######## block 1 ########
block_1/closeup.png
Bar = 5 µm. Window x 42 to 62, y 42 to 62 µm. Cells in gray, sequential cells in the stronger gray; small squares are vias.
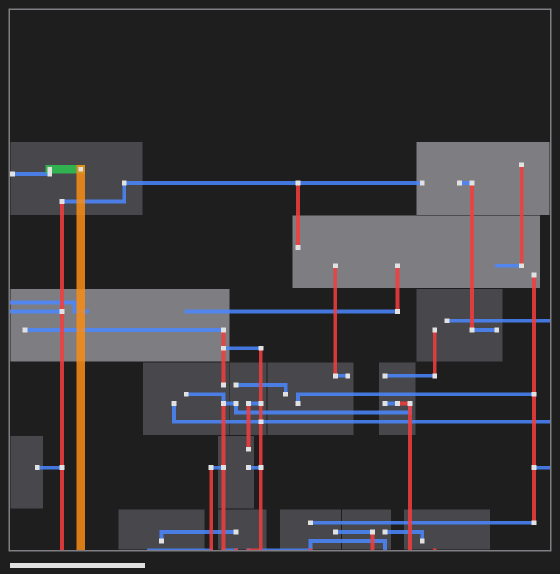

<file path="src/rtl/lpc_stage_sequencer_if.sv">
// lpc_stage_sequencer_if
// Bundles the sequencer's handshake with the frame scheduler and the three
// LPC stage blocks.
//   master : the sequencer (drives stage starts, mux select, status).
//   slave  : scheduler/stage side (drives frame_start and stage dones).
// Signals:
//   frame_start                   one-cycle frame request
//   autocorr_done/lag_done/levinson_done   stage completions
//   autocorr_start/lag_start/levinson_start one-cycle stage starts
//   mux_sel[1:0]                  shared-pool owner (00 none, 01 AC, 10 LW, 11 LD)
//   busy, done                    frame in flight / frame finished pulse
//   timeout_err, overrun_err      sticky status
//   frame_count[15:0]             frames completed without timeout
interface lpc_stage_sequencer_if;
   logic        frame_start;
   logic        autocorr_done;
   logic        lag_done;
   logic        levinson_done;
   logic        autocorr_start;
   logic        lag_start;
   logic        levinson_start;
   logic [1:0]  mux_sel;
   logic        busy;
   logic        done;
   logic        timeout_err;
   logic        overrun_err;
   logic [15:0] frame_count;

   modport master (
      input  frame_start, autocorr_done, lag_done, levinson_done,
      output autocorr_start, lag_start, levinson_start, mux_sel,
             busy, done, timeout_err, overrun_err, frame_count
   );

   modport slave (
      output frame_start, autocorr_done, lag_done, levinson_done,
      input  autocorr_start, lag_start, levinson_start, mux_sel,
             busy, done, timeout_err, overrun_err, frame_count
   );
endinterface

</file>
<file path="src/rtl/lpc_stage_sequencer.sv">
// lpc_stage_sequencer
// Runs autocorrelation -> lag window -> Levinson-Durbin for one frame, owning
// the shared math/scratch mux select, with a per-stage watchdog and overrun
// detection.
// Ports:
//   clk      system clock, rising edge
//   reset    asynchronous active-low reset
//   bus      lpc_stage_sequencer_if.master (see interface header)
// Parameter:
//   TIMEOUT  cycles a stage may wait for its done before the frame aborts
//
// state    | meaning
// ---------+-------------------------------------------------
// IDLE     | no frame, pool unowned, waiting for frame_start
// AC_START | autocorr start pulse, pool owned by autocorr
// AC_WAIT  | waiting for autocorr_done, watchdog running
// LW_START | lag-window start pulse, pool owned by lag window
// LW_WAIT  | waiting for lag_done, watchdog running
// LD_START | Levinson start pulse, pool owned by Levinson
// LD_WAIT  | waiting for levinson_done, watchdog running
// DONE     | frame complete pulse, count frame
// ERROR    | watchdog abort, done pulse, flag timeout
module lpc_stage_sequencer #(
   parameter int unsigned TIMEOUT = 4096
) (
   input  logic                  clk,
   input  logic                  reset,
   lpc_stage_sequencer_if.master bus
);

   typedef enum logic [3:0] {
      IDLE, AC_START, AC_WAIT, LW_START, LW_WAIT, LD_START, LD_WAIT, DONE, ERROR
   } state_t;

   state_t      state;
   state_t      state_nxt;
   logic [15:0] wdog;
   logic [15:0] frame_cnt;
   logic        wdog_exp;
   logic        is_wait;
   logic [1:0]  mux_nxt;

   assign wdog_exp        = (wdog == 16'(TIMEOUT - 1));
   assign bus.frame_count = frame_cnt;

   // Dones are only looked at in the owning stage's WAIT state, so a done
   // left high from an earlier stage or frame cannot skip a START.
   always_comb begin
      state_nxt = state;
      is_wait   = 1'b0;
      unique case (state)
         IDLE:     if (bus.frame_start) state_nxt = AC_START;
         AC_START: state_nxt = AC_WAIT;
         AC_WAIT: begin
            is_wait = 1'b1;
            if (bus.autocorr_done) state_nxt = LW_START;
            else if (wdog_exp)     state_nxt = ERROR;
         end
         LW_START: state_nxt = LW_WAIT;
         LW_WAIT: begin
            is_wait = 1'b1;
            if (bus.lag_done)  state_nxt = LD_START;
            else if (wdog_exp) state_nxt = ERROR;
         end
         LD_START: state_nxt = LD_WAIT;
         LD_WAIT: begin
            is_wait = 1'b1;
            if (bus.levinson_done) state_nxt = DONE;
            else if (wdog_exp)     state_nxt = ERROR;
         end
         DONE:     state_nxt = IDLE;
         ERROR:    state_nxt = IDLE;
         default:  state_nxt = IDLE;
      endcase
   end

   always_comb begin
      mux_nxt = 2'b00;
      unique case (state_nxt)
         AC_START, AC_WAIT: mux_nxt = 2'b01;
         LW_START, LW_WAIT: mux_nxt = 2'b10;
         LD_START, LD_WAIT: mux_nxt = 2'b11;
         default:           mux_nxt = 2'b00;
      endcase
   end

   // Outputs are registered from the next state so they line up with the
   // state they describe, with no input-to-output combinational path.
   always_ff @(posedge clk or negedge reset) begin
      if (!reset) begin
         state              <= IDLE;
         wdog               <= '0;
         frame_cnt          <= '0;
         bus.autocorr_start <= 1'b0;
         bus.lag_start      <= 1'b0;
         bus.levinson_start <= 1'b0;
         bus.mux_sel        <= 2'b00;
         bus.busy           <= 1'b0;
         bus.done           <= 1'b0;
         bus.timeout_err    <= 1'b0;
         bus.overrun_err    <= 1'b0;
      end else begin
         state              <= state_nxt;
         bus.autocorr_start <= (state_nxt == AC_START);
         bus.lag_start      <= (state_nxt == LW_START);
         bus.levinson_start <= (state_nxt == LD_START);
         bus.mux_sel        <= mux_nxt;
         bus.busy           <= (state_nxt != IDLE);
         bus.done           <= (state_nxt == DONE) || (state_nxt == ERROR);

         // Watchdog restarts at 0 on every WAIT entry.
         if (is_wait && (state_nxt == state)) wdog <= wdog + 16'd1;
         else                                 wdog <= '0;

         if (bus.frame_start) begin
            if (state == IDLE) begin
               bus.timeout_err <= 1'b0;
               bus.overrun_err <= 1'b0;
            end else begin
               bus.overrun_err <= 1'b1;
            end
         end

         if (state_nxt == ERROR) bus.timeout_err <= 1'b1;
         if (state_nxt == DONE)  frame_cnt <= frame_cnt + 16'd1;
      end
   end

endmodule
</file>
<file path="src/flat_wrapper.sv">
// flat-port wrapper written by rule: the top's interface ports become plain ports
module lpc_stage_sequencer_flat 
#(
   parameter int unsigned TIMEOUT = 4096
)
  (clk, reset, bus_frame_start, bus_autocorr_done, bus_lag_done, bus_levinson_done, bus_autocorr_start, bus_lag_start, bus_levinson_start, bus_mux_sel, bus_busy, bus_done, bus_timeout_err, bus_overrun_err, bus_frame_count);
  lpc_stage_sequencer_if bus_i ();
  input  logic clk;
  input  logic reset;
  input wire logic [$bits(bus_i.frame_start)-1:0] bus_frame_start;
  input wire logic [$bits(bus_i.autocorr_done)-1:0] bus_autocorr_done;
  input wire logic [$bits(bus_i.lag_done)-1:0] bus_lag_done;
  input wire logic [$bits(bus_i.levinson_done)-1:0] bus_levinson_done;
  output wire logic [$bits(bus_i.autocorr_start)-1:0] bus_autocorr_start;
  output wire logic [$bits(bus_i.lag_start)-1:0] bus_lag_start;
  output wire logic [$bits(bus_i.levinson_start)-1:0] bus_levinson_start;
  output wire logic [$bits(bus_i.mux_sel)-1:0] bus_mux_sel;
  output wire logic [$bits(bus_i.busy)-1:0] bus_busy;
  output wire logic [$bits(bus_i.done)-1:0] bus_done;
  output wire logic [$bits(bus_i.timeout_err)-1:0] bus_timeout_err;
  output wire logic [$bits(bus_i.overrun_err)-1:0] bus_overrun_err;
  output wire logic [$bits(bus_i.frame_count)-1:0] bus_frame_count;
  assign bus_i.frame_start = bus_frame_start;
  assign bus_i.autocorr_done = bus_autocorr_done;
  assign bus_i.lag_done = bus_lag_done;
  assign bus_i.levinson_done = bus_levinson_done;
  assign bus_autocorr_start = bus_i.autocorr_start;
  assign bus_lag_start = bus_i.lag_start;
  assign bus_levinson_start = bus_i.levinson_start;
  assign bus_mux_sel = bus_i.mux_sel;
  assign bus_busy = bus_i.busy;
  assign bus_done = bus_i.done;
  assign bus_timeout_err = bus_i.timeout_err;
  assign bus_overrun_err = bus_i.overrun_err;
  assign bus_frame_count = bus_i.frame_count;
  lpc_stage_sequencer #(.TIMEOUT(TIMEOUT)) u_core (.clk(clk), .reset(reset), .bus(bus_i));
endmodule
</file>
<file path="config.mk">
export PLATFORM = sky130hd
export DESIGN_NAME = lpc_stage_sequencer_flat
export DESIGN_NICKNAME = d
export VERILOG_FILES = /design/src/rtl/lpc_stage_sequencer_if.sv /design/src/rtl/lpc_stage_sequencer.sv /design/src/flat_wrapper.sv
export SDC_FILE = /design/constraint.sdc
export NUM_CORES = 1
export LEC_CHECK = 0
export ABC_AREA = 0
export CORE_UTILIZATION = 45
export CTS_CLUSTER_DIAMETER = 60
export CTS_CLUSTER_SIZE = 10
export DETAILED_ROUTE_END_ITERATION = 8
export PLACE_DENSITY = 0.71
export SYNTH_ARGS = -nofsm -noshare
export SYNTH_HDL_FRONTEND = slang
export SYNTH_SLANG_ARGS = --single-unit
</file>
<file path="constraint.sdc">
create_clock -name clk -period 2.38 [get_ports clk]
set_input_delay 0.357 -clock clk [delete_from_list [all_inputs] [get_ports clk]]
set_output_delay 0.357 -clock clk [all_outputs]
set_load 0.005 [all_outputs]
</file>
######## block 2 ########
## src/rtl/mul_div_unit.sv

```systemverilog
// Iterative multiply/divide unit that writes its results into the HI/LO registers.
// It takes one shift-add or restoring-subtract step per cycle, then one sign-fix cycle.
module mul_div_unit #(
   parameter int unsigned XLEN = 32
) (
   input  logic            clk,
   input  logic            rst,
   input  logic            start,
   input  logic [1:0]      op,
   input  logic [XLEN-1:0] rs_data,
   input  logic [XLEN-1:0] rt_data,
   input  logic            hi_we,
   input  logic            lo_we,
   input  logic [XLEN-1:0] wdata,
   output logic            busy,
   output logic            done,
   output logic            div_zero,
   output logic [XLEN-1:0] hi,
   output logic [XLEN-1:0] lo
);

   localparam int unsigned CW = $clog2(XLEN);
   localparam logic [CW-1:0] CNT_LAST = CW'(XLEN - 1);

   localparam logic [1:0] ST_IDLE = 2'd0;
   localparam logic [1:0] ST_RUN  = 2'd1;
   localparam logic [1:0] ST_FIX  = 2'd2;

   logic [1:0]      state_q;
   logic [CW-1:0]   cnt_q;
   logic            is_div_q;
   logic            res_neg_q;
   logic            rem_neg_q;
   logic [XLEN-1:0] mcand_q;
   logic [XLEN-1:0] acc_q;
   logic [XLEN-1:0] mplier_q;
   logic [XLEN-1:0] rs_q;
   logic [XLEN-1:0] hi_q;
   logic [XLEN-1:0] lo_q;
   logic            done_q;
   logic            dz_q;

   logic            a_neg;
   logic            b_neg;
   logic [XLEN-1:0] a_mag;
   logic [XLEN-1:0] b_mag;
   logic [XLEN:0]   mul_sum;
   logic [XLEN:0]   div_shift;
   logic            div_ge;
   logic [XLEN-1:0] div_diff;
   logic [XLEN-1:0] acc_step;
   logic [XLEN-1:0] mplier_step;
   logic [2*XLEN-1:0] prod;
   logic [2*XLEN-1:0] prod_fix;
   logic [XLEN-1:0] quo_fix;
   logic [XLEN-1:0] rem_fix;
   logic            divisor_zero;

   always_comb begin
      a_neg = op[0] & rs_data[XLEN-1];
      b_neg = op[0] & rt_data[XLEN-1];
      a_mag = a_neg ? (~rs_data + 1'b1) : rs_data;
      b_mag = b_neg ? (~rt_data + 1'b1) : rt_data;
   end

   // Multiply: {acc, mplier} shifts right; divide: {acc, mplier} shifts left with
   // the partial remainder in acc and quotient bits entering mplier from the right.
   always_comb begin
      mul_sum   = {1'b0, acc_q} + (mplier_q[0] ? {1'b0, mcand_q} : {(XLEN+1){1'b0}});
      div_shift = {acc_q, mplier_q[XLEN-1]};
      div_ge    = div_shift >= {1'b0, mcand_q};
      div_diff  = div_shift[XLEN-1:0] - mcand_q;
      if (is_div_q) begin
         acc_step    = div_ge ? div_diff : div_shift[XLEN-1:0];
         mplier_step = {mplier_q[XLEN-2:0], div_ge};
      end else begin
         acc_step    = mul_sum[XLEN:1];
         mplier_step = {mul_sum[0], mplier_q[XLEN-1:1]};
      end
   end

   always_comb begin
      prod         = {acc_q, mplier_q};
      prod_fix     = res_neg_q ? (~prod + 1'b1) : prod;
      quo_fix      = res_neg_q ? (~mplier_q + 1'b1) : mplier_q;
      rem_fix      = rem_neg_q ? (~acc_q + 1'b1) : acc_q;
      divisor_zero = (mcand_q == '0);
   end

   always_ff @(posedge clk) begin
      if (rst) begin
         state_q   <= ST_IDLE;
         cnt_q     <= '0;
         is_div_q  <= 1'b0;
         res_neg_q <= 1'b0;
         rem_neg_q <= 1'b0;
         mcand_q   <= '0;
         acc_q     <= '0;
         mplier_q  <= '0;
         rs_q      <= '0;
         hi_q      <= '0;
         lo_q      <= '0;
         done_q    <= 1'b0;
         dz_q      <= 1'b0;
      end else begin
         done_q <= 1'b0;
         dz_q   <= 1'b0;
         case (state_q)
            ST_IDLE: begin
               if (start) begin
                  is_div_q  <= op[1];
                  res_neg_q <= a_neg ^ b_neg;
                  rem_neg_q <= op[1] & a_neg;
                  mcand_q   <= b_mag;
                  acc_q     <= '0;
                  mplier_q  <= a_mag;
                  rs_q      <= rs_data;
                  cnt_q     <= '0;
                  state_q   <= ST_RUN;
               end else begin
                  if (hi_we) hi_q <= wdata;
                  if (lo_we) lo_q <= wdata;
               end
            end
            ST_RUN: begin
               acc_q    <= acc_step;
               mplier_q <= mplier_step;
               cnt_q    <= cnt_q + 1'b1;
               if (cnt_q == CNT_LAST) state_q <= ST_FIX;
            end
            ST_FIX: begin
               if (is_div_q) begin
                  if (divisor_zero) begin
                     hi_q <= rs_q;
                     lo_q <= '1;
                     dz_q <= 1'b1;
                  end else begin
                     hi_q <= rem_fix;
                     lo_q <= quo_fix;
                  end
               end else begin
                  {hi_q, lo_q} <= prod_fix;
               end
               done_q  <= 1'b1;
               state_q <= ST_IDLE;
            end
            default: state_q <= ST_IDLE;
         endcase
      end
   end

   assign busy     = (state_q != ST_IDLE);
   assign done     = done_q;
   assign div_zero = dz_q;
   assign hi       = hi_q;
   assign lo       = lo_q;

endmodule

```

## config.mk

```make
export PLATFORM = sky130hd
export DESIGN_NAME = mul_div_unit
export DESIGN_NICKNAME = d
export VERILOG_FILES = /design/src/rtl/mul_div_unit.sv
export SDC_FILE = /design/constraint.sdc
export NUM_CORES = 1
export LEC_CHECK = 0
export CAP_MARGIN = 40
export CELL_PAD_IN_SITES_DETAIL_PLACEMENT = 1
export CELL_PAD_IN_SITES_GLOBAL_PLACEMENT = 1
export CORE_ASPECT_RATIO = 0.6
export CORE_UTILIZATION = 43
export CTS_CLUSTER_DIAMETER = 200
export DETAILED_ROUTE_END_ITERATION = 8
export PLACE_DENSITY = 0.88
export SLEW_MARGIN = 40
export SYNTH_ARGS = -nofsm -noshare
export SYNTH_HDL_FRONTEND = slang
export SYNTH_SLANG_ARGS = --single-unit
```

## constraint.sdc

```tcl
create_clock -name clk -period 4.3 [get_ports clk]
set_input_delay 1.075 -clock clk [delete_from_list [all_inputs] [get_ports clk]]
set_output_delay 1.075 -clock clk [all_outputs]
set_load 0.005 [all_outputs]
```

######## block 3 ########
==> src/rtl/mem_stage_sram.sv <==
// Memory stage: 32-bit loads/stores as two 16-bit SRAM half-word transfers with
// per-half wait states, upstream freeze while busy, and a registered MEM->WB stage.
module mem_stage_sram #(
  parameter int BIT_NUMBER  = 32,
  parameter int SRAM_ADDR_W = 18,
  parameter int WAIT_CYCLES = 2,
  parameter int MEM_BASE    = 1024
) (
  input  logic                   clk,
  input  logic                   rst,
  input  logic                   wb_en_in,
  input  logic                   mem_r_en_in,
  input  logic                   mem_w_en_in,
  input  logic [BIT_NUMBER-1:0]  alu_result_in,
  input  logic [BIT_NUMBER-1:0]  val_rm_in,
  input  logic [3:0]             dest_in,
  output logic                   freeze,
  output logic                   wb_en,
  output logic                   mem_r_en,
  output logic [BIT_NUMBER-1:0]  alu_result,
  output logic [BIT_NUMBER-1:0]  mem_data,
  output logic [3:0]             dest,
  output logic [SRAM_ADDR_W-1:0] sram_addr,
  output logic [15:0]            sram_dq_out,
  output logic                   sram_dq_oe,
  input  logic [15:0]            sram_dq_in,
  output logic                   sram_we_n
);

  typedef enum logic [1:0] {S_IDLE, S_LO, S_HI, S_DONE} state_t;

  localparam logic [3:0] LP_CNT_INIT = 4'(WAIT_CYCLES - 1);

  state_t                  r_state;
  state_t                  w_next;
  logic [3:0]              r_cnt;
  logic                    r_wr;
  logic [SRAM_ADDR_W-1:0]  r_sram_addr;
  logic [BIT_NUMBER-1:0]   r_rd_latch;
  logic                    w_req;
  logic                    w_last;
  logic                    w_phase;
  logic                    w_freeze;

  // SRAM word index relative to MEM_BASE; bits [1:0] and out-of-range high bits drop out.
  function automatic logic [SRAM_ADDR_W-2:0] word_index(input logic [BIT_NUMBER-1:0] byte_addr);
    logic [BIT_NUMBER-1:0] diff;
    diff = byte_addr - BIT_NUMBER'(MEM_BASE);
    return diff[SRAM_ADDR_W:2];
  endfunction

  assign w_req  = mem_r_en_in | mem_w_en_in;
  assign w_last = (r_cnt == 4'd0);

  always_ff @(posedge clk) begin
    if (rst) r_state <= S_IDLE;
    else     r_state <= w_next;
  end

  always_comb begin
    w_next = r_state;
    case (r_state)
      S_IDLE:  if (w_req)  w_next = S_LO;
      S_LO:    if (w_last) w_next = S_HI;
      S_HI:    if (w_last) w_next = S_DONE;
      default: w_next = S_IDLE;
    endcase
  end

  always_comb begin
    w_phase     = (r_state == S_LO) || (r_state == S_HI);
    w_freeze    = !rst && w_req && (r_state != S_DONE);
    sram_we_n   = !(r_wr && w_phase);
    sram_dq_oe  = r_wr && w_phase;
    sram_dq_out = 16'h0;
    if (r_wr && r_state == S_LO) sram_dq_out = val_rm_in[15:0];
    if (r_wr && r_state == S_HI) sram_dq_out = val_rm_in[31:16];
  end

  // Access bookkeeping: wait counter, direction, half-word address, read latch
  always_ff @(posedge clk) begin
    if (rst) begin
      r_cnt       <= 4'd0;
      r_wr        <= 1'b0;
      r_sram_addr <= '0;
      r_rd_latch  <= '0;
    end else begin
      case (r_state)
        S_IDLE: if (w_req) begin
          r_cnt       <= LP_CNT_INIT;
          r_wr        <= mem_w_en_in;
          r_sram_addr <= {word_index(alu_result_in), 1'b0};
        end
        S_LO: if (w_last) begin
          r_cnt          <= LP_CNT_INIT;
          r_sram_addr[0] <= 1'b1;
          if (!r_wr) r_rd_latch[15:0] <= sram_dq_in;
        end else begin
          r_cnt <= r_cnt - 4'd1;
        end
        S_HI: if (w_last) begin
          if (!r_wr) r_rd_latch[31:16] <= sram_dq_in;
        end else begin
          r_cnt <= r_cnt - 4'd1;
        end
        default: ;
      endcase
    end
  end

  // MEM->WB register; a frozen edge drops wb_en so WB sees a bubble
  always_ff @(posedge clk) begin
    if (rst) begin
      wb_en      <= 1'b0;
      mem_r_en   <= 1'b0;
      alu_result <= '0;
      mem_data   <= '0;
      dest       <= 4'd0;
    end else if (w_freeze) begin
      wb_en <= 1'b0;
    end else begin
      wb_en      <= wb_en_in;
      mem_r_en   <= mem_r_en_in;
      alu_result <= alu_result_in;
      mem_data   <= r_rd_latch;
      dest       <= dest_in;
    end
  end

  assign freeze    = w_freeze;
  assign sram_addr = r_sram_addr;

endmodule

==> config.mk <==
export PLATFORM = sky130hd
export DESIGN_NAME = mem_stage_sram
export DESIGN_NICKNAME = d
export VERILOG_FILES = /design/src/rtl/mem_stage_sram.sv
export SDC_FILE = /design/constraint.sdc
export NUM_CORES = 1
export LEC_CHECK = 0
export CORE_MARGIN = 1
export CORE_UTILIZATION = 35
export CTS_CLUSTER_DIAMETER = 100
export DETAILED_ROUTE_END_ITERATION = 6
export PLACE_DENSITY = 0.69
export SLEW_MARGIN = 20
export SYNTH_ARGS = -nofsm -noshare
export SYNTH_HDL_FRONTEND = slang
export SYNTH_SLANG_ARGS = --single-unit
==> constraint.sdc <==
create_clock -name clk -period 4.43 [get_ports clk]
set_clock_uncertainty 0.15 [all_clocks]
set_input_delay 0.443 -clock clk [delete_from_list [all_inputs] [get_ports clk]]
set_output_delay 0.443 -clock clk [all_outputs]
set_load 0.03 [all_outputs]
block_3/closeup.png
Bar = 5 µm. Window x 78 to 98, y 78 to 98 µm. Cells in gray, sequential cells in the stronger gray; small squares are vias.
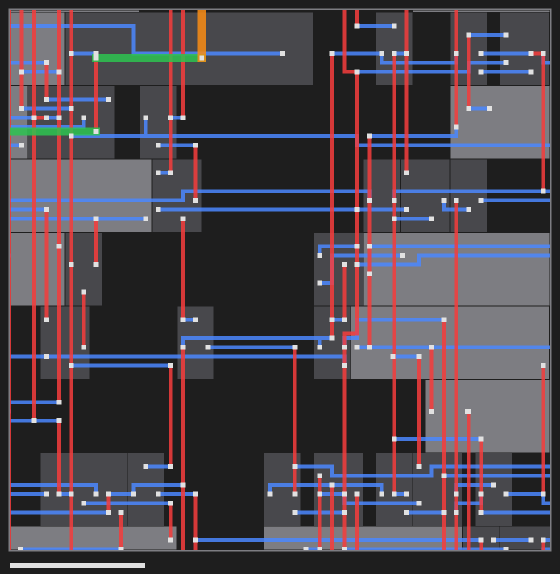
[M1] blue
[M2] red
[M4] orange
[M3] green
most frequent: nand2_1 (12), a21oi_1 (7), dfxtp_1 (5)
sequential cells in the window: 5
netlist names of flops here include: `r_rd_latch` (5)
cells with their middle in the window: 27

block_3/congestion_map.png
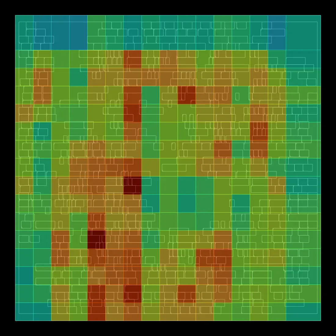
M3 GR Usage: 6.02%
most used routing layer: met2
routed length per instance: 15.9 µm
global-route track usage on met2: 34.6%
met1 track demand over resource: 22.1%

==> results.toml, block 3 <==
# generated from flow reports
[critical_path]
crit-reg2reg-launch = "r_cnt[0]"
r2r_slack_ns = 1.99
worst-path-max-fanout = 16
endpoint = "sram_dq_out[7]"
critical_path_cell_count = 6

[routing]
vias_per_cell = 5.00
dr_wl_met2_mm = 6.49
detailedRoute.firstIterationViolations = 199

[synthesis]
ys_top_cells_by_area = "sky130_fd_sc_hd__dfxtp_1 (55%), sky130_fd_sc_hd__a22o_1 (16%), sky130_fd_sc_hd__nand2_1 (7.2%)"
yosysTopAreaCellShare_pct = 55.2
adder_share_pct = 1.90
post_synthesis_compound_gate_area_fraction_pct = 24.6
synthMuxAreaShare_pct = 0.217
synth_stat.cells = 467
area_of_the_synthesized_netlist_per_yosys_stat_um2 = 4610

[timing]
setup_ws_ns = 0.997
report.final.setup_viol = 0
timing_worst_slew_pin_value_ns = 1.02

[hold_path]
hold_crit_endpoint = "r_rd_latch[2]"
holdCritPathClass = "register to register"

[die]
nWellTaps = 172
floorplan.core_util_pct = 36.2
floorplan.rows = 41

[layout]
area_share_nonclk_buffers_pct = 27.5
most_frequently_placed_logic_cells_in_the_final_layout = "sky130_fd_sc_hd__clkdlybuf4s50_1 (194), sky130_fd_sc_hd__dfxtp_1 (127), sky130_fd_sc_hd__nand2_1 (88), sky130_fd_sc_hd__a22o_1 (84), sky130_fd_sc_hd__a21oi_1 (44)"
layout.sequential_cells = 127
finish.cell_count_without_fillers = 833
most_common_cell_after_layout_fill_and_taps_aside = "sky130_fd_sc_hd__clkdlybuf4s50_1"
antennaDiodeCount = 0

[global_routing]
grt.total_usage_pct = 19.7
grt_pass1_wl_mm = 20.5
grt_start_max_net_pins = 70

[placed_design]
placed_cell_area_um2 = 6650

[power]
net_sw_share_pct = 32.4
p_total_mw = 3.78

[status]
run_status = "completed"
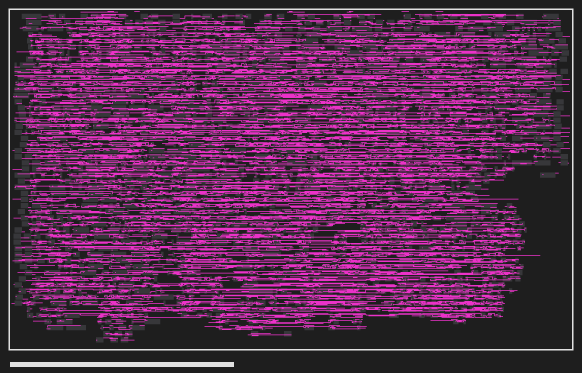
block_2/m1.png
Bar = 100 µm.
share of all routed wire: 44%
main direction: horizontal
wire length on this layer: 32.4 mm
nets with wire on the layer: 2299

==> results.toml, block 2 <==
# generated from flow reports
[status]
run_status = "completed"

[critical_path]
worst-path-max-fanout = 12
cp.arrival_ns = 4.46
worst_path_most_repeated_cell = "sky130_fd_sc_hd__buf_4"
endpoint = "acc_q[22]"
critPathKind = "register to register"

[layout]
layout.sequential_cells = 204
share_of_cells_above_drive_strength_1_pct = 6.60
mi_logic_area_um2 = 10900
antennaDiodeCount = 1
final.signal_buffer_count = 250
clock_tree_area_fraction_pct = 4.07
inv_count = 72
most_common_cell_after_layout_fill_and_taps_aside = "sky130_fd_sc_hd__nand2_1"
seqAreaFraction_pct = 21.5

[job]
max-cap-violations = 0

[timing]
timing.clock.skew_ns = 0.0292
fin_hold_ws_ns = 0.455
setup_ws_ns = 0.297
setup_total_negative_slack_ns = 0
timing_worst_slew_pin_value_ns = 0.899

[power]
net_sw_share_pct = 36.0
power.sequential.total_mw = 2.20
sequential_power_share_pct = 36.7
clkPwrFrac_pct = 35.6

[cts]
clk_pin_slew_worst_paths_ns = 0.07
clk_latency_ns = 0.57
cts-root-to-sink-buffers = 3

[hold_path]
hold_crit_endpoint = "lo[7]"

[synthesis]
synthMuxAreaShare_pct = 2.86
postSynth.asyncResetShare_pct = 0
synth_area_leader_cell = "sky130_fd_sc_hd__dfxtp_1"

[routing]
uppermost_layer_routed = "met5"
num_vias = 18200

[die]
die_w_um = 250
chipArea_um2 = 37800
nWellTaps = 476

[global_routing]
grt_use_met2_pct = 50.8
grt_pass1_vias = 17700
block_1/layers.png
Bar = 20 µm. Two of the layers only.
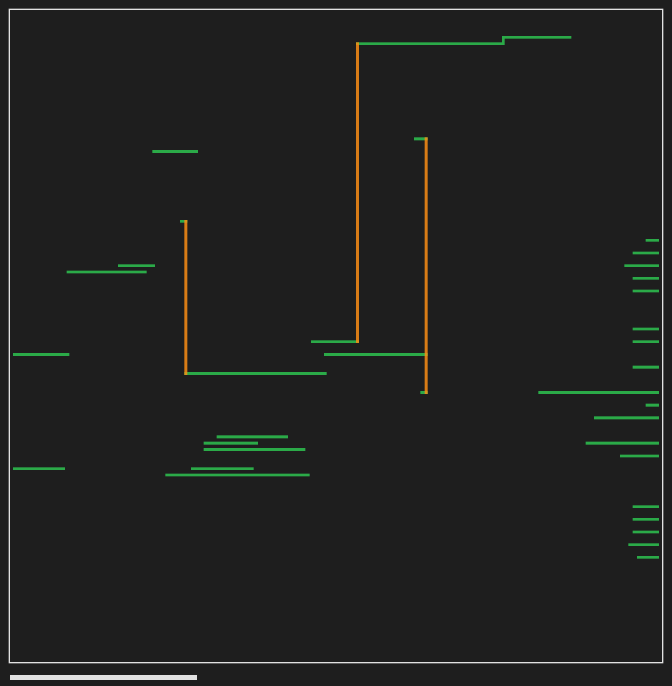
[M3] green | wire length: 193 µm
[M4] orange | wire length: 75.5 µm
overall global routing resource usage: 17.6%
routed length per instance: 13.3 µm

Notes on block_1/closeup.png above:
[M1] blue
[M2] red
[M4] orange
[M3] green
sequential cells in the window: 3
cells with their middle in the window: 16
most frequent: xnor2_1 (3), dfrtp_1 (3)
netlist names of flops here include: `u_core.bus.frame_count` (3)

==> results.toml, block 1 <==
# generated from flow reports
[cts]
cts.repair.resized = 0
clk_latency_ns = 0.30
cts-htree-levels = 2

[global_routing]
global_route.peak_usage_layer = "met2"
grt_pass1_vias = 1513
grt_antenna_before_repair = 0
grt_use_met2_pct = 26.7

[power]
share_comb_of_total_power_pct = 33.0
comb_cell_power_mw = 0.779
sequential_power_share_pct = 41.9

[status]
violations = "hold timing"
run_status = "complete, but fails checks"

[synthesis]
synthDistinctLibCells = 33
ys_top_cells_by_area = "sky130_fd_sc_hd__dfrtp_1 (54%), sky130_fd_sc_hd__xnor2_1 (8.0%), sky130_fd_sc_hd__nor3_1 (4.3%)"
fraction_of_synthesized_cell_area_in_xor_and_xnor_cells_pct = 12.2
number_of_instances_in_the_synthesized_netlist = 200
synth_simple_gate_area_share_pct = 23.3
postSynth.asyncResetShare_pct = 100
synthMuxAreaShare_pct = 1.02
mappedNetlistNets = 208
ys_top_cells_by_count = "sky130_fd_sc_hd__dfrtp_1 (45), sky130_fd_sc_hd__nand2_1 (20), sky130_fd_sc_hd__xnor2_1 (19), sky130_fd_sc_hd__nor3_1 (18), sky130_fd_sc_hd__nor2_1 (13)"
adder_share_pct = 1.21

[placed_design]
dp_slack_ns = 0.110

[timing]
timing_worst_slew_pin_value_ns = 0.675
fin_hold_ws_ns = -0.00968
timing.final.hold_violations = 17

[layout]
mi_logic_area_um2 = 867
area_share_nonclk_buffers_pct = 14.9
postLayoutCoreUtil_pct = 59.4
biggestCellCategory = "flip-flops and latches"
filler_cell_count = 383
final.signal_buffer_count = 39
layout.sequential_cells = 45

[critical_path]
reg2regPathDepth = 6
crit_family = "simple AND/OR/NAND/NOR gates"
critical_path_cell_count = 6
cp_slowest_stage_delay_ns = 0.63
worstPathRequired_ns = 2.56
r2r_end = "u_core.wdog[4]"
critPathKind = "register to register"

[hold_path]
holdCritPathClass = "input pin to async pin"

[die]
nWellTaps = 52
floorplan.core_util_pct = 47.3
placeableCoreArea_um2 = 4380


==> screenshots <==
Wiring heat map.
Plate I
The die is cut into 14 by 14 equal tiles; white is low, dark blue is high, scaled to the fullest tile. Values are wire area over tile area, all layers added.
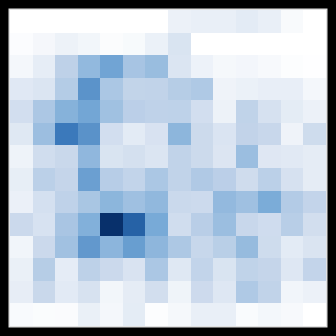
Plate II
The die is cut into 23 by 23 equal tiles; white is low, dark blue is high, scaled to the fullest tile. Values are wire area over tile area, all layers added.
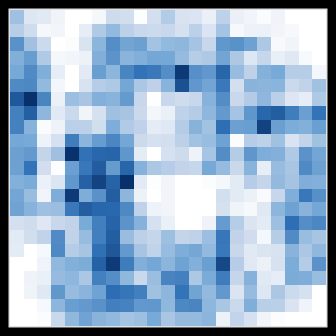
Plate III
The die is cut into 25 by 15 equal tiles; white is low, dark blue is high, scaled to the fullest tile. Values are wire area over tile area, all layers added.
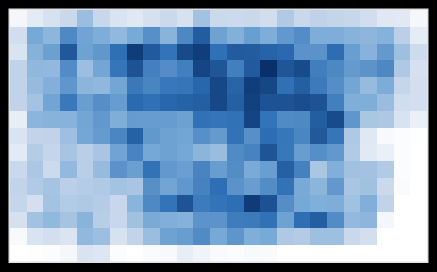
Plate I: block 1
Plate II: block 3
Plate III: block 2

Key to Plate II:
mean over tiles: 0.16
nearly empty tiles: 8.9%
fullest tile: 0.44
tiles over half the peak: 28%

